=== time_set_controller ===
time_set_controller, M3 wires:
Scale: 2 px per micron. Cells faint in the background.
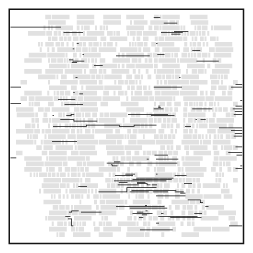

[config.mk]
export PLATFORM = sky130hd
export DESIGN_NAME = time_set_controller
export DESIGN_NICKNAME = d
export VERILOG_FILES = /design/src/rtl/time_set_controller_pkg.sv /design/src/rtl/time_set_controller_debouncer.sv /design/src/rtl/time_set_controller.sv
export SDC_FILE = /design/constraint.sdc
export NUM_CORES = 1
export LEC_CHECK = 0
export ABC_AREA = 0
export CORE_MARGIN = 2
export CORE_UTILIZATION = 60
export DETAILED_ROUTE_END_ITERATION = 8
export PLACE_DENSITY = 0.78
export SYNTH_ARGS = -nofsm -noshare
export SYNTH_HDL_FRONTEND = slang
export SYNTH_SLANG_ARGS = --single-unit
[constraint.sdc]
create_clock -name clock -period 2.49 [get_ports clock]
set_input_delay 0.249 -clock clock [delete_from_list [all_inputs] [get_ports clock]]
set_output_delay 0.249 -clock clock [all_outputs]
set_load 0.1 [all_outputs]
[src/rtl/time_set_controller_pkg.sv]
// ============================================================================
// time_set_controller_pkg : shared FSM states, targets, field indices and digit limits
// Revision: 1.0
// ============================================================================
`default_nettype none

package time_set_controller_pkg;

  typedef enum logic [2:0] {
    ST_IDLE    = 3'd0,
    ST_EDIT_H1 = 3'd1,
    ST_EDIT_H0 = 3'd2,
    ST_EDIT_M1 = 3'd3,
    ST_EDIT_M0 = 3'd4,
    ST_COMMIT  = 3'd5
  } state_e;

  typedef enum logic {
    TGT_TIME  = 1'b0,
    TGT_ALARM = 1'b1
  } target_e;

  localparam logic [1:0] FLD_H1 = 2'd0;
  localparam logic [1:0] FLD_H0 = 2'd1;
  localparam logic [1:0] FLD_M1 = 2'd2;
  localparam logic [1:0] FLD_M0 = 2'd3;

  localparam logic [1:0] H1_MAX       = 2'd2;
  localparam logic [3:0] H0_MAX       = 4'd9;
  localparam logic [3:0] H0_MAX_AT_20 = 4'd3;
  localparam logic [3:0] M1_MAX       = 4'd5;
  localparam logic [3:0] M0_MAX       = 4'd9;

  function automatic logic [3:0] inc_wrap(input logic [3:0] val, input logic [3:0] max);
    return (val >= max) ? 4'd0 : val + 4'd1;
  endfunction

endpackage

`default_nettype wire

[src/rtl/time_set_controller_debouncer.sv]
// ============================================================================
// time_set_controller_debouncer : 2-flop synchroniser, stability counter, rise pulse
// Revision: 1.0
// ============================================================================
`default_nettype none

module time_set_controller_debouncer #(
  parameter int unsigned DEBOUNCE_CYCLES = 1_000_000
) (
  input  logic clock,
  input  logic reset_n,
  input  logic btn_raw,
  output logic level,
  output logic pulse
);

  localparam int unsigned CNT_W = $clog2(DEBOUNCE_CYCLES + 1);

  logic             sync1_q, sync1_d;
  logic             sync2_q, sync2_d;
  logic             level_q, level_d;
  logic             pulse_q, pulse_d;
  logic [CNT_W-1:0] cnt_q,   cnt_d;

  // The counter only runs while the synchronised input disagrees with the accepted level.
  always_comb begin
    sync1_d = btn_raw;
    sync2_d = sync1_q;
    level_d = level_q;
    pulse_d = 1'b0;
    cnt_d   = cnt_q;
    if (sync2_q == level_q) begin
      cnt_d = '0;
    end else if (cnt_q == CNT_W'(DEBOUNCE_CYCLES - 1)) begin
      level_d = sync2_q;
      pulse_d = sync2_q;
      cnt_d   = '0;
    end else begin
      cnt_d = cnt_q + 1'b1;
    end
  end

  always_ff @(posedge clock or negedge reset_n) begin
    if (!reset_n) begin
      sync1_q <= 1'b0;
      sync2_q <= 1'b0;
      level_q <= 1'b0;
      pulse_q <= 1'b0;
      cnt_q   <= '0;
    end else begin
      sync1_q <= sync1_d;
      sync2_q <= sync2_d;
      level_q <= level_d;
      pulse_q <= pulse_d;
      cnt_q   <= cnt_d;
    end
  end

  assign level = level_q;
  assign pulse = pulse_q;

endmodule

`default_nettype wire

[src/rtl/time_set_controller.sv]
// ============================================================================
// time_set_controller : button-driven HH:MM editor with stretched load strobes
// Optional auto-repeat on btn_up when AUTO_REPEAT_EN is defined.
// Revision: 1.0
// ============================================================================
`default_nettype none

module time_set_controller #(
  parameter int unsigned DEBOUNCE_CYCLES = 1_000_000,
  parameter int unsigned LOAD_HOLD       = 150_000_000,
  parameter int unsigned TIMEOUT         = 1_000_000_000,
  parameter int unsigned REPEAT_DELAY    = 50_000_000,
  parameter int unsigned REPEAT_CYCLES   = 20_000_000
) (
  input  logic       clock,
  input  logic       reset_n,
  input  logic       btn_mode,
  input  logic       btn_next,
  input  logic       btn_up,
  output logic [1:0] hour_in1,
  output logic [3:0] hour_in0,
  output logic [3:0] minute_in1,
  output logic [3:0] minute_in0,
  output logic       load_time,
  output logic       load_alarm,
  output logic       edit_active,
  output logic [1:0] cursor
);

  import time_set_controller_pkg::*;

  localparam int unsigned TMO_W  = $clog2(TIMEOUT + 1);
  localparam int unsigned HOLD_W = $clog2(LOAD_HOLD + 1);

  logic mode_level, mode_pulse;
  logic next_level, next_pulse;
  logic up_level,   up_pulse;
  logic rpt_fire;
  logic in_edit;

  state_e            state_q,  state_d;
  target_e           target_q, target_d;
  logic [1:0]        h1_q, h1_d;
  logic [3:0]        h0_q, h0_d;
  logic [3:0]        m1_q, m1_d;
  logic [3:0]        m0_q, m0_d;
  logic [TMO_W-1:0]  tmo_q,  tmo_d;
  logic [HOLD_W-1:0] hold_q, hold_d;

  time_set_controller_debouncer #(.DEBOUNCE_CYCLES(DEBOUNCE_CYCLES)) u_db_mode (
    .clock(clock), .reset_n(reset_n), .btn_raw(btn_mode), .level(mode_level), .pulse(mode_pulse)
  );
  time_set_controller_debouncer #(.DEBOUNCE_CYCLES(DEBOUNCE_CYCLES)) u_db_next (
    .clock(clock), .reset_n(reset_n), .btn_raw(btn_next), .level(next_level), .pulse(next_pulse)
  );
  time_set_controller_debouncer #(.DEBOUNCE_CYCLES(DEBOUNCE_CYCLES)) u_db_up (
    .clock(clock), .reset_n(reset_n), .btn_raw(btn_up), .level(up_level), .pulse(up_pulse)
  );

  assign in_edit = (state_q == ST_EDIT_H1) || (state_q == ST_EDIT_H0) ||
                   (state_q == ST_EDIT_M1) || (state_q == ST_EDIT_M0);

`ifdef AUTO_REPEAT_EN
  localparam int unsigned RPT_MAX = (REPEAT_DELAY > REPEAT_CYCLES) ? REPEAT_DELAY : REPEAT_CYCLES;
  localparam int unsigned RPT_W   = $clog2(RPT_MAX + 1);

  logic [RPT_W-1:0] rpt_cnt_q, rpt_cnt_d;
  logic             rpt_armed_q, rpt_armed_d;

  // First repeat after REPEAT_DELAY, then every REPEAT_CYCLES while still held.
  always_comb begin
    rpt_fire    = 1'b0;
    rpt_cnt_d   = rpt_cnt_q;
    rpt_armed_d = rpt_armed_q;
    if (!in_edit || !up_level || up_pulse || next_pulse || mode_pulse) begin
      rpt_cnt_d   = '0;
      rpt_armed_d = 1'b0;
    end else if (rpt_armed_q ? (rpt_cnt_q == RPT_W'(REPEAT_CYCLES - 1))
                             : (rpt_cnt_q == RPT_W'(REPEAT_DELAY - 1))) begin
      rpt_fire    = 1'b1;
      rpt_cnt_d   = '0;
      rpt_armed_d = 1'b1;
    end else begin
      rpt_cnt_d = rpt_cnt_q + 1'b1;
    end
  end

  always_ff @(posedge clock or negedge reset_n) begin
    if (!reset_n) begin
      rpt_cnt_q   <= '0;
      rpt_armed_q <= 1'b0;
    end else begin
      rpt_cnt_q   <= rpt_cnt_d;
      rpt_armed_q <= rpt_armed_d;
    end
  end
`else
  logic unused_repeat;
  assign rpt_fire      = 1'b0;
  assign unused_repeat = ^{up_level, REPEAT_DELAY[0], REPEAT_CYCLES[0]};
`endif

  logic unused_mode_level;
  assign unused_mode_level = mode_level;

  always_comb begin
    state_d  = state_q;
    target_d = target_q;
    h1_d     = h1_q;
    h0_d     = h0_q;
    m1_d     = m1_q;
    m0_d     = m0_q;
    tmo_d    = tmo_q;
    hold_d   = '0;
    case (state_q)
      ST_IDLE: begin
        tmo_d = '0;
        if (mode_pulse) begin
          state_d  = ST_EDIT_H1;
          target_d = next_level ? TGT_ALARM : TGT_TIME;
        end
      end
      ST_EDIT_H1, ST_EDIT_H0, ST_EDIT_M1, ST_EDIT_M0: begin
        if (mode_pulse) begin
          state_d = ST_IDLE;
        end else if (next_pulse) begin
          tmo_d = '0;
          case (state_q)
            ST_EDIT_H1: state_d = ST_EDIT_H0;
            ST_EDIT_H0: state_d = ST_EDIT_M1;
            ST_EDIT_M1: state_d = ST_EDIT_M0;
            default:    state_d = ST_COMMIT;
          endcase
        end else if (up_pulse || rpt_fire) begin
          tmo_d = '0;
          case (state_q)
            ST_EDIT_H1: begin
              h1_d = (h1_q >= H1_MAX) ? 2'd0 : h1_q + 2'd1;
              // Keep the hour legal when stepping into the 20s.
              if ((h1_d == H1_MAX) && (h0_q > H0_MAX_AT_20)) begin
                h0_d = H0_MAX_AT_20;
              end
            end
            ST_EDIT_H0: h0_d = inc_wrap(h0_q, (h1_q == H1_MAX) ? H0_MAX_AT_20 : H0_MAX);
            ST_EDIT_M1: m1_d = inc_wrap(m1_q, M1_MAX);
            default:    m0_d = inc_wrap(m0_q, M0_MAX);
          endcase
        end else if (tmo_q == TMO_W'(TIMEOUT - 1)) begin
          state_d = ST_IDLE;
        end else begin
          tmo_d = tmo_q + 1'b1;
        end
      end
      ST_COMMIT: begin
        if (hold_q == HOLD_W'(LOAD_HOLD - 1)) begin
          state_d = ST_IDLE;
        end else begin
          hold_d = hold_q + 1'b1;
        end
      end
      default: state_d = ST_IDLE;
    endcase
  end

  always_ff @(posedge clock or negedge reset_n) begin
    if (!reset_n) begin
      state_q  <= ST_IDLE;
      target_q <= TGT_TIME;
      h1_q     <= '0;
      h0_q     <= '0;
      m1_q     <= '0;
      m0_q     <= '0;
      tmo_q    <= '0;
      hold_q   <= '0;
    end else begin
      state_q  <= state_d;
      target_q <= target_d;
      h1_q     <= h1_d;
      h0_q     <= h0_d;
      m1_q     <= m1_d;
      m0_q     <= m0_d;
      tmo_q    <= tmo_d;
      hold_q   <= hold_d;
    end
  end

  always_comb begin
    case (state_q)
      ST_EDIT_H0: cursor = FLD_H0;
      ST_EDIT_M1: cursor = FLD_M1;
      ST_EDIT_M0: cursor = FLD_M0;
      default:    cursor = FLD_H1;
    endcase
  end

  // Strobes decode straight from state so the async reset drops them immediately.
  assign load_time   = (state_q == ST_COMMIT) && (target_q == TGT_TIME);
  assign load_alarm  = (state_q == ST_COMMIT) && (target_q == TGT_ALARM);
  assign edit_active = in_edit;
  assign hour_in1    = h1_q;
  assign hour_in0    = h0_q;
  assign minute_in1  = m1_q;
  assign minute_in0  = m0_q;

endmodule

`default_nettype wire
=== preload_sequencer_flat ===
### config.mk
export PLATFORM = sky130hd
export DESIGN_NAME = preload_sequencer_flat
export DESIGN_NICKNAME = d
export VERILOG_FILES = /design/src/rtl/preload_sequencer_if.sv /design/src/rtl/preload_sequencer.sv /design/src/flat_wrapper.sv
export SDC_FILE = /design/constraint.sdc
export NUM_CORES = 1
export LEC_CHECK = 0
export CAP_MARGIN = 20
export CORE_ASPECT_RATIO = 0.9
export CORE_UTILIZATION = 28
export CTS_BUF_LIST = sky130_fd_sc_hd__clkbuf_2 sky130_fd_sc_hd__clkbuf_4 sky130_fd_sc_hd__clkbuf_8
export CTS_CLUSTER_DIAMETER = 50
export DETAILED_ROUTE_END_ITERATION = 10
export GPL_ROUTABILITY_DRIVEN = 1
export SYNTH_ARGS = -nofsm -noshare
export SYNTH_HDL_FRONTEND = slang
export SYNTH_SLANG_ARGS = --single-unit
### constraint.sdc
create_clock -name clock -period 3.25 [get_ports clock]
set_input_delay 0.65 -clock clock [delete_from_list [all_inputs] [get_ports clock]]
set_output_delay 0.65 -clock clock [all_outputs]
set_load 0.01 [all_outputs]
### src/rtl/preload_sequencer_if.sv
`default_nettype none
// +----------------------------------------------------------------------------+
// | preload_sequencer_if                                                       |
// | Host stream, status and latency-buffer preload signals of the sequencer.   |
// | Revision: 1.0                                                              |
// +----------------------------------------------------------------------------+
interface preload_sequencer_if #(
  parameter int DATA_W   = 32,
  parameter int CLAUSE_W = 32,
  parameter int PTR_W    = 16,
  parameter int ENG_W    = 2
);
  logic                start;
  logic [DATA_W-1:0]   in_data;
  logic                in_valid;
  logic                in_ready;
  logic [CLAUSE_W-1:0] clause_out;
  logic                load_clause_out;
  logic [PTR_W-1:0]    ptr_out;
  logic                load_ptr_out;
  logic                load_change_engine_out;
  logic [ENG_W-1:0]    engine_idx_out;
  logic                busy;
  logic                done;
  logic                err_out;

  modport master (
    output start, in_data, in_valid,
    input  in_ready, clause_out, load_clause_out, ptr_out, load_ptr_out,
           load_change_engine_out, engine_idx_out, busy, done, err_out
  );

  modport slave (
    input  start, in_data, in_valid,
    output in_ready, clause_out, load_clause_out, ptr_out, load_ptr_out,
           load_change_engine_out, engine_idx_out, busy, done, err_out
  );
endinterface
`default_nettype wire

### src/rtl/preload_sequencer.sv
`default_nettype none
// +----------------------------------------------------------------------------+
// | preload_sequencer                                                          |
// | Splits a flat preprocessed image into per-engine clause/pointer preloads.  |
// | Optional macro PRELOAD_ERR_CHECK_EN: oversize headers abort with err_out.  |
// | Revision: 1.0                                                              |
// +----------------------------------------------------------------------------+
module preload_sequencer #(
  parameter int NUM_ENGINE  = 4,
  parameter int DATA_W      = 32,
  parameter int CLAUSE_W    = 32,
  parameter int PTR_W       = 16,
  parameter int LIT_IDX_MAX = 8,
  parameter int CNT_W       = 16,
  parameter int MAX_CLAUSE  = 1024
) (
  input wire logic             clock,
  input wire logic             reset,
  preload_sequencer_if.slave   bus
);
  localparam int c_ENG_W  = (NUM_ENGINE > 1) ? $clog2(NUM_ENGINE) : 1;
  localparam int c_PCNT_W = $clog2(2 * LIT_IDX_MAX) + 1;
  localparam logic [c_PCNT_W-1:0] c_PTR_LAST = c_PCNT_W'(2 * LIT_IDX_MAX - 1);
  localparam logic [c_ENG_W-1:0]  c_ENG_LAST = c_ENG_W'(NUM_ENGINE - 1);

  typedef enum logic [2:0] {
    S_IDLE   = 3'd0,
    S_HDR    = 3'd1,
    S_CLAUSE = 3'd2,
    S_PTR    = 3'd3,
    S_CHG    = 3'd4,
    S_DONE   = 3'd5
  } state_t;

  state_t              r_state;
  logic [CNT_W-1:0]    r_clause_cnt;
  logic [c_PCNT_W-1:0] r_ptr_cnt;
  logic [c_ENG_W-1:0]  r_engine_idx;
  logic [CLAUSE_W-1:0] r_clause;
  logic                r_load_clause;
  logic [PTR_W-1:0]    r_ptr;
  logic                r_load_ptr;
  logic                r_load_chg;

  logic                w_ready;
  logic                w_beat;
  logic [CNT_W-1:0]    w_hdr_cnt;
  logic                w_hdr_bad;

  assign w_ready   = (r_state == S_HDR) || (r_state == S_CLAUSE) || (r_state == S_PTR);
  assign w_beat    = bus.in_valid && w_ready;
  assign w_hdr_cnt = bus.in_data[CNT_W-1:0];

`ifdef PRELOAD_ERR_CHECK_EN
  logic r_err;
  assign w_hdr_bad   = (32'(w_hdr_cnt) > 32'(MAX_CLAUSE));
  assign bus.err_out = r_err;
`else
  assign w_hdr_bad   = 1'b0;
  assign bus.err_out = 1'b0;
`endif

  always_ff @(posedge clock or negedge reset) begin
    if (!reset) begin
      r_state       <= S_IDLE;
      r_clause_cnt  <= '0;
      r_ptr_cnt     <= '0;
      r_engine_idx  <= '0;
      r_clause      <= '0;
      r_load_clause <= 1'b0;
      r_ptr         <= '0;
      r_load_ptr    <= 1'b0;
      r_load_chg    <= 1'b0;
`ifdef PRELOAD_ERR_CHECK_EN
      r_err         <= 1'b0;
`endif
    end else begin
      // Load strobes and their data are single-cycle; idle data reads as zero.
      r_load_clause <= 1'b0;
      r_load_ptr    <= 1'b0;
      r_load_chg    <= 1'b0;
      r_clause      <= '0;
      r_ptr         <= '0;
      case (r_state)
        S_IDLE, S_DONE: begin
          if (bus.start) begin
            r_state      <= S_HDR;
            r_engine_idx <= '0;
            r_clause_cnt <= '0;
            r_ptr_cnt    <= '0;
`ifdef PRELOAD_ERR_CHECK_EN
            r_err        <= 1'b0;
`endif
          end
        end
        S_HDR: begin
          if (w_beat) begin
            if (w_hdr_bad) begin
`ifdef PRELOAD_ERR_CHECK_EN
              r_err   <= 1'b1;
`endif
              r_state <= S_DONE;
            end else begin
              r_clause_cnt <= w_hdr_cnt;
              r_state      <= (w_hdr_cnt == '0) ? S_PTR : S_CLAUSE;
            end
          end
        end
        S_CLAUSE: begin
          if (w_beat) begin
            r_load_clause <= 1'b1;
            r_clause      <= bus.in_data[CLAUSE_W-1:0];
            r_clause_cnt  <= r_clause_cnt - CNT_W'(1);
            if (r_clause_cnt == CNT_W'(1)) begin
              r_state <= S_PTR;
            end
          end
        end
        S_PTR: begin
          if (w_beat) begin
            r_load_ptr <= 1'b1;
            r_ptr      <= bus.in_data[PTR_W-1:0];
            if (r_ptr_cnt == c_PTR_LAST) begin
              r_ptr_cnt <= '0;
              r_state   <= (r_engine_idx == c_ENG_LAST) ? S_DONE : S_CHG;
            end else begin
              r_ptr_cnt <= r_ptr_cnt + c_PCNT_W'(1);
            end
          end
        end
        S_CHG: begin
          // The change pulse lands after the last pointer pulse and before the
          // next engine's first clause, keeping the buffer indicators aligned.
          r_load_chg   <= 1'b1;
          r_engine_idx <= r_engine_idx + c_ENG_W'(1);
          r_state      <= S_HDR;
        end
        default: r_state <= S_IDLE;
      endcase
    end
  end

  assign bus.in_ready               = w_ready;
  assign bus.clause_out             = r_clause;
  assign bus.load_clause_out        = r_load_clause;
  assign bus.ptr_out                = r_ptr;
  assign bus.load_ptr_out           = r_load_ptr;
  assign bus.load_change_engine_out = r_load_chg;
  assign bus.engine_idx_out         = r_engine_idx;
  assign bus.busy                   = (r_state != S_IDLE) && (r_state != S_DONE);
  assign bus.done                   = (r_state == S_DONE);
endmodule
`default_nettype wire

### src/flat_wrapper.sv
// flat-port wrapper written by rule: the top's interface ports become plain ports
module preload_sequencer_flat 
#(
  parameter int NUM_ENGINE  = 4,
  parameter int DATA_W      = 32,
  parameter int CLAUSE_W    = 32,
  parameter int PTR_W       = 16,
  parameter int LIT_IDX_MAX = 8,
  parameter int CNT_W       = 16,
  parameter int MAX_CLAUSE  = 1024
)
  (clock, reset, bus_start, bus_in_data, bus_in_valid, bus_in_ready, bus_clause_out, bus_load_clause_out, bus_ptr_out, bus_load_ptr_out, bus_load_change_engine_out, bus_engine_idx_out, bus_busy, bus_done, bus_err_out);
  preload_sequencer_if #(.DATA_W(DATA_W), .CLAUSE_W(CLAUSE_W), .PTR_W(PTR_W), .ENG_W(1)) bus_i ();
  input wire logic clock;
  input wire logic reset;
  input wire logic [$bits(bus_i.start)-1:0] bus_start;
  input wire logic [$bits(bus_i.in_data)-1:0] bus_in_data;
  input wire logic [$bits(bus_i.in_valid)-1:0] bus_in_valid;
  output wire logic [$bits(bus_i.in_ready)-1:0] bus_in_ready;
  output wire logic [$bits(bus_i.clause_out)-1:0] bus_clause_out;
  output wire logic [$bits(bus_i.load_clause_out)-1:0] bus_load_clause_out;
  output wire logic [$bits(bus_i.ptr_out)-1:0] bus_ptr_out;
  output wire logic [$bits(bus_i.load_ptr_out)-1:0] bus_load_ptr_out;
  output wire logic [$bits(bus_i.load_change_engine_out)-1:0] bus_load_change_engine_out;
  output wire logic [$bits(bus_i.engine_idx_out)-1:0] bus_engine_idx_out;
  output wire logic [$bits(bus_i.busy)-1:0] bus_busy;
  output wire logic [$bits(bus_i.done)-1:0] bus_done;
  output wire logic [$bits(bus_i.err_out)-1:0] bus_err_out;
  assign bus_i.start = bus_start;
  assign bus_i.in_data = bus_in_data;
  assign bus_i.in_valid = bus_in_valid;
  assign bus_in_ready = bus_i.in_ready;
  assign bus_clause_out = bus_i.clause_out;
  assign bus_load_clause_out = bus_i.load_clause_out;
  assign bus_ptr_out = bus_i.ptr_out;
  assign bus_load_ptr_out = bus_i.load_ptr_out;
  assign bus_load_change_engine_out = bus_i.load_change_engine_out;
  assign bus_engine_idx_out = bus_i.engine_idx_out;
  assign bus_busy = bus_i.busy;
  assign bus_done = bus_i.done;
  assign bus_err_out = bus_i.err_out;
  preload_sequencer #(.NUM_ENGINE(NUM_ENGINE), .DATA_W(DATA_W), .CLAUSE_W(CLAUSE_W), .PTR_W(PTR_W), .LIT_IDX_MAX(LIT_IDX_MAX), .CNT_W(CNT_W), .MAX_CLAUSE(MAX_CLAUSE)) u_core (.clock(clock), .reset(reset), .bus(bus_i));
endmodule
=== uart_tx_arbiter ===
## src/rtl/uart_tx_arbiter.sv

```systemverilog
// Round-robin arbiter sharing one UART serializer between N_REQ byte sources.
// Define UART_ARB_TAG_EN to precede every data byte with a header frame {5'b10100, source id}.
module uart_tx_arbiter #(
    parameter int N_REQ        = 4,
    parameter int BUSY_TIMEOUT = 16
) (
    input  logic               clk_50M,
    input  logic               i_rst,
    input  logic [N_REQ-1:0]   i_req_valid,
    input  logic [8*N_REQ-1:0] i_req_data,
    output logic [N_REQ-1:0]   o_req_ready,
    output logic [7:0]         o_data_byte,
    output logic               o_data_avail,
    input  logic               i_tx_busy,
    input  logic               i_tx_done,
    output logic [2:0]         o_grant_id,
    output logic               o_active,
    output logic               o_timeout
);
    localparam int IDX_W = $clog2(N_REQ);
    localparam int CNT_W = $clog2(BUSY_TIMEOUT + 1);
    localparam logic [IDX_W-1:0] LAST_IDX = IDX_W'(N_REQ - 1);
    localparam logic [CNT_W-1:0] CNT_LAST = CNT_W'(BUSY_TIMEOUT - 1);

`ifdef UART_ARB_TAG_EN
    typedef enum logic [2:0] {IDLE, ISSUE_HDR, ISSUE, WAIT_BUSY, WAIT_DONE} state_t;
`else
    typedef enum logic [1:0] {IDLE, ISSUE, WAIT_BUSY, WAIT_DONE} state_t;
`endif

    state_t           state, state_nx;
    logic [IDX_W-1:0] rr_ptr, rr_ptr_nx;
    logic [CNT_W-1:0] busy_cnt, busy_cnt_nx;
    logic [N_REQ-1:0] req_ready_nx;
    logic [7:0]       data_byte_nx;
    logic             data_avail_nx;
    logic [2:0]       grant_id_nx;
    logic             active_nx;
    logic             timeout_nx;
    logic [IDX_W-1:0] winner;
    logic             winner_found;
`ifdef UART_ARB_TAG_EN
    logic [7:0]       held_byte, held_byte_nx;
    logic             hdr_phase, hdr_phase_nx;
`endif

    // First valid source at or above the pointer, wrapping around.
    always_comb begin
        winner_found = 1'b0;
        winner       = rr_ptr;
        for (int i = 0; i < N_REQ; i++) begin
            if (!winner_found && i_req_valid[IDX_W'((int'(rr_ptr) + i) % N_REQ)]) begin
                winner_found = 1'b1;
                winner       = IDX_W'((int'(rr_ptr) + i) % N_REQ);
            end
        end
    end

    always_comb begin
        state_nx      = state;
        rr_ptr_nx     = rr_ptr;
        busy_cnt_nx   = busy_cnt;
        req_ready_nx  = '0;
        data_byte_nx  = o_data_byte;
        data_avail_nx = 1'b0;
        grant_id_nx   = o_grant_id;
        active_nx     = o_active;
        timeout_nx    = 1'b0;
`ifdef UART_ARB_TAG_EN
        held_byte_nx  = held_byte;
        hdr_phase_nx  = hdr_phase;
`endif
        case (state)
            IDLE: begin
                // A frame still running after a reset must finish before a new grant.
                if (winner_found && !i_tx_busy) begin
                    req_ready_nx[winner] = 1'b1;
                    grant_id_nx          = 3'(winner);
                    active_nx            = 1'b1;
                    rr_ptr_nx            = (winner == LAST_IDX) ? '0 : winner + 1'b1;
`ifdef UART_ARB_TAG_EN
                    data_byte_nx         = {5'b10100, 3'(winner)};
                    held_byte_nx         = i_req_data[8*int'(winner) +: 8];
                    hdr_phase_nx         = 1'b1;
                    state_nx             = ISSUE_HDR;
`else
                    data_byte_nx         = i_req_data[8*int'(winner) +: 8];
                    state_nx             = ISSUE;
`endif
                end
            end
`ifdef UART_ARB_TAG_EN
            ISSUE_HDR, ISSUE: begin
`else
            ISSUE: begin
`endif
                data_avail_nx = 1'b1;
                busy_cnt_nx   = '0;
                state_nx      = WAIT_BUSY;
            end
            WAIT_BUSY: begin
                if (i_tx_busy) begin
                    state_nx = WAIT_DONE;
                end else begin
                    busy_cnt_nx = busy_cnt + 1'b1;
                    if (busy_cnt == CNT_LAST) begin
                        timeout_nx = 1'b1;
                        active_nx  = 1'b0;
                        state_nx   = IDLE;
`ifdef UART_ARB_TAG_EN
                        hdr_phase_nx = 1'b0;
`endif
                    end
                end
            end
            WAIT_DONE: begin
                if (i_tx_done || !i_tx_busy) begin
`ifdef UART_ARB_TAG_EN
                    if (hdr_phase) begin
                        hdr_phase_nx = 1'b0;
                        data_byte_nx = held_byte;
                        state_nx     = ISSUE;
                    end else begin
                        active_nx = 1'b0;
                        state_nx  = IDLE;
                    end
`else
                    active_nx = 1'b0;
                    state_nx  = IDLE;
`endif
                end
            end
            default: state_nx = IDLE;
        endcase
    end

    always_ff @(posedge clk_50M) begin
        if (i_rst) begin
            state        <= IDLE;
            rr_ptr       <= '0;
            busy_cnt     <= '0;
            o_req_ready  <= '0;
            o_data_byte  <= '0;
            o_data_avail <= 1'b0;
            o_grant_id   <= '0;
            o_active     <= 1'b0;
            o_timeout    <= 1'b0;
`ifdef UART_ARB_TAG_EN
            held_byte    <= '0;
            hdr_phase    <= 1'b0;
`endif
        end else begin
            state        <= state_nx;
            rr_ptr       <= rr_ptr_nx;
            busy_cnt     <= busy_cnt_nx;
            o_req_ready  <= req_ready_nx;
            o_data_byte  <= data_byte_nx;
            o_data_avail <= data_avail_nx;
            o_grant_id   <= grant_id_nx;
            o_active     <= active_nx;
            o_timeout    <= timeout_nx;
`ifdef UART_ARB_TAG_EN
            held_byte    <= held_byte_nx;
            hdr_phase    <= hdr_phase_nx;
`endif
        end
    end

endmodule
```

## config.mk

```make
export PLATFORM = sky130hd
export DESIGN_NAME = uart_tx_arbiter
export DESIGN_NICKNAME = d
export VERILOG_FILES = /design/src/rtl/uart_tx_arbiter.sv
export SDC_FILE = /design/constraint.sdc
export NUM_CORES = 1
export LEC_CHECK = 0
export ABC_AREA = 1
export CORE_AREA = 5 5 68 70
export DETAILED_ROUTE_END_ITERATION = 6
export DIE_AREA = 0 0 73 75
export PLACE_DENSITY = 0.83
export SYNTH_ARGS = -nofsm -noshare
export SYNTH_HDL_FRONTEND = slang
export SYNTH_SLANG_ARGS = --single-unit
```

## constraint.sdc

```tcl
create_clock -name clk_50M -period 5.1 [get_ports clk_50M]
set_clock_uncertainty 0.15 [all_clocks]
set_input_delay 0.51 -clock clk_50M [delete_from_list [all_inputs] [get_ports clk_50M]]
set_output_delay 0.51 -clock clk_50M [all_outputs]
set_load 0.02 [all_outputs]
```

=== input_conditioner ===
[config.mk]
export PLATFORM = sky130hd
export DESIGN_NAME = input_conditioner
export DESIGN_NICKNAME = d
export VERILOG_FILES = /design/src/rtl/input_conditioner_pkg.sv /design/src/rtl/input_conditioner_channel.sv /design/src/rtl/input_conditioner.sv
export SDC_FILE = /design/constraint.sdc
export NUM_CORES = 1
export LEC_CHECK = 0
export CAP_MARGIN = 20
export CORE_AREA = 2 2 255 257
export CTS_CLUSTER_SIZE = 25
export DETAILED_ROUTE_END_ITERATION = 8
export DIE_AREA = 0 0 257 259
export MAX_ROUTING_LAYER = met4
export PLACE_DENSITY_LB_ADDON = 0.25
export SYNTH_ARGS = -nofsm -noshare
export SYNTH_HDL_FRONTEND = slang
export SYNTH_HIERARCHICAL = 1
export SYNTH_SLANG_ARGS = --single-unit
[constraint.sdc]
create_clock -name clk -period 2.4 [get_ports clk]
set_input_delay 0.6 -clock clk [delete_from_list [all_inputs] [get_ports clk]]
set_output_delay 0.6 -clock clk [all_outputs]
set_load 0.05 [all_outputs]
[src/rtl/input_conditioner_pkg.sv]
// rtl/input_conditioner_pkg.sv - shared constants and helpers for the PDU input conditioner
// Optional auto-repeat build: INPUT_CONDITIONER_REPEAT_EN.
package input_conditioner_pkg;

  localparam int DB_CYCLES_100MHZ_10MS = 1000000;
  localparam int PDU_CH                = 21;

  localparam int STEP    = 0;
  localparam int CONT    = 1;
  localparam int CHK     = 2;
  localparam int ENT     = 3;
  localparam int DEL     = 4;
  localparam int HD_BASE = 5;

  function automatic int cnt_w(input int n);
    return $clog2(n + 1);
  endfunction

endpackage

[src/rtl/input_conditioner_channel.sv]
// rtl/input_conditioner_channel.sv - one channel: synchroniser, debounce counter, edge pulses
// Hold/auto-repeat counter present only with INPUT_CONDITIONER_REPEAT_EN.
module cond_channel
  import input_conditioner_pkg::*;
#(
  parameter int DB_CYCLES   = 4,
  parameter int SYNC_STAGES = 2
`ifdef INPUT_CONDITIONER_REPEAT_EN
  ,
  parameter int REPEAT_DELAY  = 8,
  parameter int REPEAT_PERIOD = 3,
  parameter bit REPEAT_ON     = 1'b1
`endif
) (
  input  logic clk,
  input  logic rst,
  input  logic raw_i,
  output logic lvl_o,
  output logic rise_o,
  output logic fall_o
);

  localparam int CW = cnt_w(DB_CYCLES);

  logic [SYNC_STAGES-1:0] sync_q, sync_d;
  logic [CW-1:0]          cnt_q, cnt_d;
  logic                   lvl_q, lvl_d;
  logic                   rise_q, rise_d;
  logic                   fall_q, fall_d;
  logic                   s;
  logic                   toggle;

`ifdef INPUT_CONDITIONER_REPEAT_EN
  localparam int HOLD_MAX = (REPEAT_DELAY > REPEAT_PERIOD) ? REPEAT_DELAY : REPEAT_PERIOD;
  localparam int HW       = cnt_w(HOLD_MAX);

  logic [HW-1:0] hold_q, hold_d;
  logic          rep_q, rep_d;
  logic          hold_hit;
`endif

  always_comb begin
    sync_d = {sync_q[SYNC_STAGES-2:0], raw_i};
    s      = sync_q[SYNC_STAGES-1];
    toggle = (s != lvl_q) && (cnt_q == CW'(DB_CYCLES - 1));

    if ((s == lvl_q) || toggle) begin
      cnt_d = '0;
    end else begin
      cnt_d = cnt_q + CW'(1);
    end

    lvl_d  = toggle ? ~lvl_q : lvl_q;
    rise_d = toggle & ~lvl_q;
    fall_d = toggle & lvl_q;

`ifdef INPUT_CONDITIONER_REPEAT_EN
    // rep_q selects the first-delay target versus the steady repeat period
    hold_d   = hold_q;
    rep_d    = rep_q;
    hold_hit = REPEAT_ON && lvl_q && !toggle &&
               (hold_q == (rep_q ? HW'(REPEAT_PERIOD - 1) : HW'(REPEAT_DELAY - 1)));
    if (!REPEAT_ON || !lvl_q || toggle) begin
      hold_d = '0;
      rep_d  = 1'b0;
    end else if (hold_hit) begin
      hold_d = '0;
      rep_d  = 1'b1;
      rise_d = 1'b1;
    end else begin
      hold_d = hold_q + HW'(1);
    end
`endif
  end

  always_ff @(posedge clk or posedge rst) begin
    if (rst) begin
      sync_q <= '0;
      cnt_q  <= '0;
      lvl_q  <= 1'b0;
      rise_q <= 1'b0;
      fall_q <= 1'b0;
`ifdef INPUT_CONDITIONER_REPEAT_EN
      hold_q <= '0;
      rep_q  <= 1'b0;
`endif
    end else begin
      sync_q <= sync_d;
      cnt_q  <= cnt_d;
      lvl_q  <= lvl_d;
      rise_q <= rise_d;
      fall_q <= fall_d;
`ifdef INPUT_CONDITIONER_REPEAT_EN
      hold_q <= hold_d;
      rep_q  <= rep_d;
`endif
    end
  end

  assign lvl_o  = lvl_q;
  assign rise_o = rise_q;
  assign fall_o = fall_q;

endmodule

[src/rtl/input_conditioner.sv]
// rtl/input_conditioner.sv - multi-channel debounce/edge front end for PDU keys and switches
// Optional auto-repeat build: INPUT_CONDITIONER_REPEAT_EN.
module input_conditioner
  import input_conditioner_pkg::*;
#(
  parameter int            CH            = PDU_CH,
  parameter int            DB_CYCLES     = DB_CYCLES_100MHZ_10MS,
  parameter int            SYNC_STAGES   = 2,
  parameter int            REPEAT_DELAY  = 50000000,
  parameter int            REPEAT_PERIOD = 10000000,
  parameter logic [CH-1:0] REPEAT_MASK   = {CH{1'b1}}
) (
  input  logic          clk,
  input  logic          rst,
  input  logic [CH-1:0] raw,
  output logic [CH-1:0] lvl,
  output logic [CH-1:0] rise,
  output logic [CH-1:0] fall,
  output logic          any_rise
);

  for (genvar i = 0; i < CH; i++) begin : g_ch
    cond_channel #(
      .DB_CYCLES    (DB_CYCLES),
      .SYNC_STAGES  (SYNC_STAGES)
`ifdef INPUT_CONDITIONER_REPEAT_EN
      ,
      .REPEAT_DELAY (REPEAT_DELAY),
      .REPEAT_PERIOD(REPEAT_PERIOD),
      .REPEAT_ON    (REPEAT_MASK[i])
`endif
    ) u_ch (
      .clk   (clk),
      .rst   (rst),
      .raw_i (raw[i]),
      .lvl_o (lvl[i]),
      .rise_o(rise[i]),
      .fall_o(fall[i])
    );
  end

`ifndef INPUT_CONDITIONER_REPEAT_EN
  // Repeat parameters are inert in this build; this empty block only references them.
  if (REPEAT_DELAY < 1 || REPEAT_PERIOD < 1 || $bits(REPEAT_MASK) != CH) begin : g_repeat_cfg_unused
  end
`endif

  assign any_rise = |rise;

endmodule
preload_sequencer_flat, metal layers overlaid:
Scale: 2 px per micron.
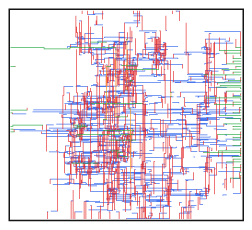
Green stands for met3, wire length 530 microns. Orange stands for met4, wire length 124 microns. Blue stands for met1, wire length 3980 microns. Red stands for met2, wire length 3710 microns.
gr usage total: 0.1406
routed len/inst: 14.92 microns
DR vias: 2687
Detailed Route WL: 8342 microns

==> flow_summary_export.csv, preload_sequencer_flat <==
group,metric,value,unit
yosys,synth_top_cell_by_count,"dfrtp_1",
final_timing,tns,0,ns
global_routing,use_met1,0.1929,
yosys,ys_types,42,
yosys,netlist_instances,316,
final_timing,hold_slack,0.4529,ns
yosys,yosysTopAreaCell,"dfrtp_1",
critical_path,critPathRequiredTime,2.60,ns
status,status,"finished, final reports clean",
routing,topRoutingLayerUsed,"met4",
placed_design,dpl-instance-area,4330,sq um
power,p_leak,0.002117,uW
cts,cts_buffers,9,
critical_path,rr_endpoint,"u_core.r_clause_cnt[13]$_DFFE_PN0P_",
routing,wl_met1,3980,microns
floorplan,core_area,11430,sq um
critical_path,crit_path_end,"bus_done",
critical_path,worstPathArrival,2.06,ns
final_layout,finalNonFillerCells,559,
final_timing,finalClockSkew,0.008971,ns
final_timing,finalClockPeriodUsage,0.8349,
[preload_sequencer_flat: where the power goes]
part	total (uW)	switching (uW)	internal, uW
clock network	750	369	381
logic	1430	785	644
registers	1370	187	1180
total	3550	1340	2200
[preload_sequencer_flat: registers in the layout, summed over array words and instances, names as in the netlist]
name	count
u_core.bus.load_ptr_out	1
u_core.bus.clause_out	32
u_core.r_state	3
u_core.r_clause_cnt	16
u_core.bus.load_clause_out	1
u_core.bus.ptr_out	16
u_core.r_engine_idx	2
u_core.bus.load_change_engine_out	1
u_core.r_ptr_cnt	5
[preload_sequencer_flat: cell families after synthesis]
kind of cell | synth area share
compound gates | 0.1305
fa+ha+maj | 0.01522
buf+inv | 0.03766
flops | 0.5858
mux | 0.009889
other cells | 0.001140
simple gates | 0.2199
[preload_sequencer_flat: critical path, cell delays in order, from the launching register on]
cell,delay [ns]
dfrtp_1,0.67
nand2_1,0.21
nor2_1,0.25
clkdlybuf4s50_1,0.59
[preload_sequencer_flat: area by class of cell]
cell class              instances  area share
repair buffers                 94      0.2046
flip-flops and latches         77      0.4246
clock buffers                  10     0.03033
multi-input cells             208      0.2754
clock inverters                 6     0.01544
well taps                     156     0.04301
inverters                       8    0.006617
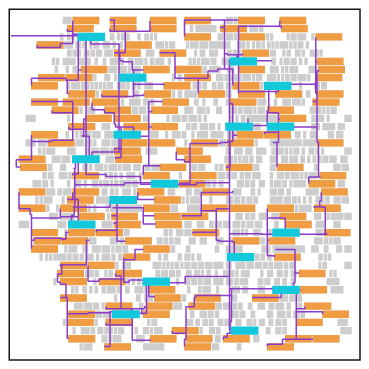
time_set_controller: routed clock nets over the placement
Scale: 3 px per micron.
Orange stands for flip-flops, count 148. Cyan stands for cells driving clock nets, count 17. Purple stands for clock wires, length 1770 microns.
Position of the flops: all over the die.
Setup Skew: 0.008803 ns
P_clk: 2710 uW
Clk Latency, worst-skew pair: 0.43 ns

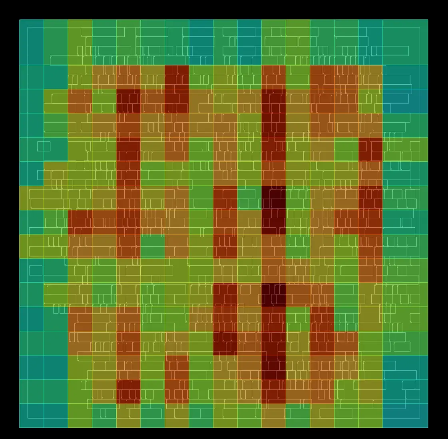
time_set_controller: routing congestion
busiest grt layer: met2
met1 Use GR: 0.3296
gr usage total: 0.2592

Notes on 'M3 wires' of time_set_controller above:
The layer carries 790 microns of wire. The layer holds 4.9% of the routed length. The longest straight run is 35.0 microns. The wires run mostly horizontal. 77 nets have wire on it.
Detailed Route WL: 16130 microns
DR vias: 6171
M3 GR Usage: 0.05397

==> flow_summary_export.csv, time_set_controller <==
group,metric,value,unit
status,status,"finished, final reports clean",
floorplan,rows,41,
final_layout,finalNonFillerCells,1029,
floorplan,core_area,12470,sq um
final_layout,final_common_cell,"dfrtp_1",
floorplan,num_io_pins,24,
final_layout,antennaDiodeCount,0,
placed_design,dpl-instance-area,8056,sq um
critical_path,critPathMaxStageDelay,0.64,ns
final_timing,final_max_slew_viol_count,0,
final_timing,hold_viol,0,
placed_design,dp_slack,0.2592,ns
cts,clock_path_buffers,2,
cts,post-cts-setup-buffers,0,
critical_path,critPathBufInv,0,
final_timing,tns,0,ns
cts,cts.sinks,148,
routing,firstDrtPassIters,6,
critical_path,rr_worst_depth,6,
yosys,avgSynthCellArea,9.391,sq um
-- time_set_controller: registers in the layout, summed over array words and instances, names as in the netlist, 2 cells and up --
register and flops:
tmo_q 30, hold_q 28, u_db_mode.cnt_q 20, u_db_next.cnt_q 20
u_db_up.cnt_q 20, hour_in0 4, minute_in0 4, minute_in1 4
state_q 3, hour_in1 2
-- time_set_controller: power breakdown --
| part | internal, uW | switching (uW) | leakage (uW) |
|---|---|---|---|
| Clock | 1700 | 1010 | 0.000300 |
| Sequential | 2420 | 16.7 | 0.00205 |
| Combinational | 28.3 | 73.9 | 0.00135 |
-- time_set_controller: area by class of cell --
cell class,instances,area (sq um),area share
multi-input combinational,611,3687,0.4243
inverter,23,86.33,0.009935
tap,172,215.2,0.02477
clock inverter,13,180.2,0.02073
sequential,148,3704,0.4262
clock buffer,19,442.9,0.05097
timing repair buffer,43,374.1,0.04305
-- time_set_controller: layer usage --
metal	up-vias	track usage	routed length, microns
met4	0	0.1103	374
met5	-	0	0
met2	182	0.4329	8058
met1	3017	0.3296	6906
met3	35	0.05397	790
li1	2937	-	-
-- time_set_controller: what timing repair did --
action                    in CTS  in global routing
hold buffers                   1                  0
resized                        0                  0
hold endpoints to repair      61                  0
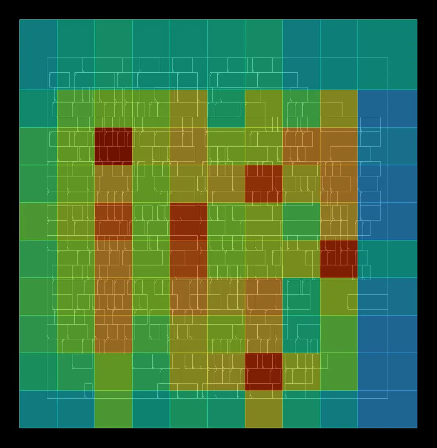
uart_tx_arbiter: routing congestion
met1 Use GR: 0.1940
Util after Layout: 0.6324
routed len/inst: 10.92 microns

==> flow_summary_export.csv, uart_tx_arbiter <==
group,metric,value,unit
status,status,"finished, final reports clean",
yosys,ys_cells,282,
critical_path,critical_path_class,"register to register",
power,intPower,619.4,uW
final_timing,hold_slack,0.3446,ns
job,tool_warnings,29,
yosys,synth.cell_area,1904,sq um
power,p_sw,591.2,uW
final_timing,fin_ws,2.172,ns
critical_path,cp_num_cells,12,
global_routing,antenna_found_initial,0,
power,combPwrFrac,0.648,
yosys,edf_count,0,
routing,topRoutingLayerUsed,"met4",
cts,holdBufCountCts,0,
critical_path,critPathSlowestCell,"dfxtp_1",
cts,cts-htree-levels,1,
floorplan,rows,23,
power,total_power,1211,uW
final_layout,top_register,"o_data_byte",
cts,post-cts-setup-buffers,0,
yosys,netlist_instances,282,
critical_path,reg2reg_from,"rr_ptr[0]$_SDFFE_PP0P_",
yosys,synthArstFlopShare,0,
power,maxPowerGroup,"combinational logic",
cts,clkLatencyLatePin,0.26,ns
critical_path,critical_path.startpoint,"rr_ptr[0]$_SDFFE_PP0P_",
job,drv_cap,0,
power,powerSeq,315,uW
final_layout,layout.nets,379,
routing,viasPerCell,4.843,
power,p_seq_frac,0.260,
floorplan,num_io_pins,58,
final_timing,setup_viol,0,
floorplan,die_y,75,microns
critical_path,crit_path_end,"rr_ptr[1]$_SDFFE_PP0P_",
routing,ant_nets,0,
uart_tx_arbiter: kinds of logic after synthesis:
family	after synthesis
fa+ha+maj	6
flops	26
compound gates	25
xor+xnor	1
simple gates	177
buf+inv	46
other cells	1
uart_tx_arbiter: cells in the mapped netlist (2+ instances only):
cell type | number | area, sq um
nand2_1 | 79 | 296.5
inv_1 | 33 | 123.9
nand3_1 | 32 | 160.2
nand2_2 | 30 | 187.7
dfxtp_1 | 26 | 520.5
nor2_1 | 15 | 56.30
a21oi_1 | 9 | 45.04
nand2_4 | 9 | 101.4
o21a_1 | 8 | 60.06
ha_1 | 6 | 75.07
buf_4 | 4 | 30.03
nor3_1 | 4 | 20.02
o21ai_0 | 4 | 20.02
inv_2 | 3 | 11.26
buf_12 | 2 | 40.04
clkbuf_1 | 2 | 7.510
nand3_2 | 2 | 20.02
nand4_4 | 2 | 42.54
uart_tx_arbiter: layout make-up:
cell class	count	area (sq um)	share of cell area
tap	50	62.56	0.02528
inverter	36	135.1	0.05460
sequential	26	520.5	0.2103
timing repair buffer	56	560.5	0.2265
multi-input combinational	210	1155	0.4666
clock buffer	3	41.29	0.01668
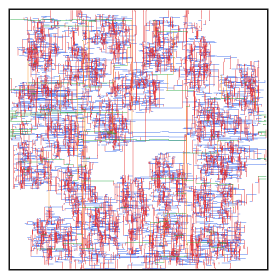
input_conditioner: metal layers overlaid
Scale: 1 px per micron.
Blue stands for met1, wire length 23.7 mm. Orange stands for met4, wire length 1090 microns. Red stands for met2, wire length 23.9 mm. Green stands for met3, wire length 1610 microns.
Detailed Route WL: 50300 microns
DR vias: 17480

==> flow_summary_export.csv, input_conditioner <==
group,metric,value,unit
critical_path,critical_path.top_delay_family,"simple AND/OR/NAND/NOR gates",
worst_hold_path,min_path_type,"register to register",
critical_path,critPathBufInv,1,
final_layout,buffers,136,
floorplan,fp.dieW,257,microns
final_layout,logic_area,11470,sq um
floorplan,tapcell.inserted,855,
power,ir_drop,0.0005824,V
final_layout,fillers,5870,
status,status,"complete, but fails checks",
global_routing,use_met3,0.02578,
cts,tritoncts,"done",
power,comb_cell_power,551,uW
final_layout,layout.non_clock_inverters,126,
placed_design,dp_slack,-0.5561,ns
final_timing,fin_ws,-0.6244,ns
yosys,edf_count,0,
final_layout,sh_comb_area,0.3916,
power,intPower,14430,uW
job,drv_cap,0,
cts,cts-htree-levels,2,
final_timing,tns,-0.6244,ns
yosys,yosysTopAreaCell,"dfrtp_1",
routing,route.met2.wl,23940,microns
final_timing,period_needed,3.024,ns
final_timing,finalClockPeriodUsage,1.260,
yosys,synth-simple-area-share,0.2625,
status,violations,"negative setup slack",
global_routing,met2_usage,0.2558,
yosys,ff_type,"dfrtp_1",
final_timing,timing.fmax,330.6,MHz
routing,wl_met3,1608,microns
yosys,netlist_instances,2359,
final_timing,setup_viol,1,
==> input_conditioner: cell families (layout without fill, tap and decap cells) <==
| group | Yosys count | in the layout |
|---|---|---|
| adder cells (fa/ha/maj) | 21 | 21 |
| buffers and inverters | 168 | 370 |
| XOR/XNOR | 336 | 336 |
| multiplexers | 63 | 63 |
| flip-flops | 525 | 525 |
| AND-OR/OR-AND | 84 | 84 |
| AND/OR/NAND/NOR | 1162 | 1162 |
==> input_conditioner: final timing paths <==
kind	start	slack, ns	end	depth (start not counted)
max reg2reg	g_ch[3].u_ch/cnt_q[0]$_DFF_PP0_	0.49	g_ch[3].u_ch/cnt_q[11]$_DFF_PP0_	5
min in group asynchronous	rst	0.44	g_ch[7].u_ch/rise_o$_DFF_PP0_	3
min	g_ch[3].u_ch/sync_q[0]$_DFF_PP0_	0.35	g_ch[3].u_ch/sync_q[1]$_DFF_PP0_	0
max	g_ch[5].u_ch/rise_o$_DFF_PP0_	-0.62	any_rise	3
min reg2reg	g_ch[3].u_ch/sync_q[0]$_DFF_PP0_	0.35	g_ch[3].u_ch/sync_q[1]$_DFF_PP0_	0
max in group asynchronous	rst	1.38	g_ch[17].u_ch/cnt_q[6]$_DFF_PP0_	4


## Gallery

Sequential cells colored by netlist name.
image #1
Scale: 2 px per micron. Other sequential cells in the stronger gray, the rest of the logic in the fainter gray.
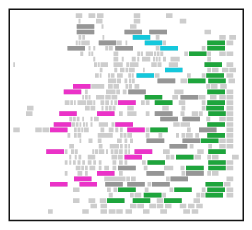
image #2
Scale: 2 px per micron. Other sequential cells in the stronger gray, the rest of the logic in the fainter gray.
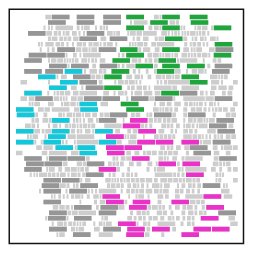
image #3
Scale: 1 px per micron. Other sequential cells in the stronger gray, the rest of the logic in the fainter gray.
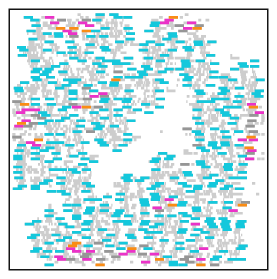
image #4
Scale: 4 px per micron. Other sequential cells in the stronger gray, the rest of the logic in the fainter gray.
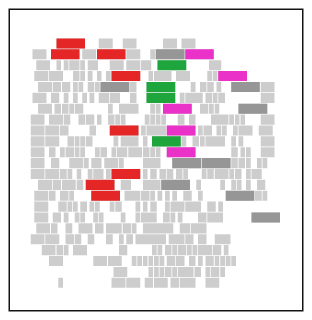
image #4 -> uart_tx_arbiter
image #3 -> input_conditioner
image #1 -> preload_sequencer_flat
image #2 -> time_set_controller

Key to image #3:
Magenta stands for g_ch.u_ch/sync_q, placed flops 42, where all over the die. Cyan stands for g_ch.u_ch/cnt_q, placed flops 420, where all over the die. Orange stands for g_ch.u_ch/lvl_o, placed flops 21, where all over the die.


==> notes/layouts.md <==
Pictures saved along the way, in no particular order.

M3 wires.
panel A
Scale: 1 px per micron. Cells faint in the background.
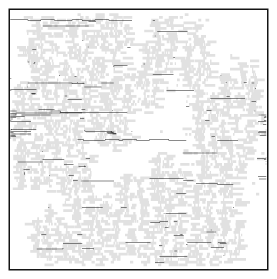
panel B
Scale: 4 px per micron. Cells faint in the background.
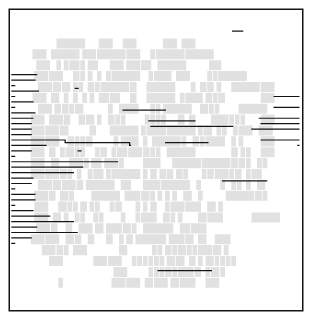
panel C
Scale: 2 px per micron. Cells faint in the background.
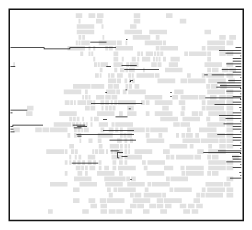
The one with the largest die is panel A.
For preload_sequencer_flat, see panel C.
For input_conditioner, see panel A.
For uart_tx_arbiter, see panel B.

Key to panel A:
The wires run mostly horizontal. The longest straight run is 66.9 microns.

Power and IR drop assume default switching activity.
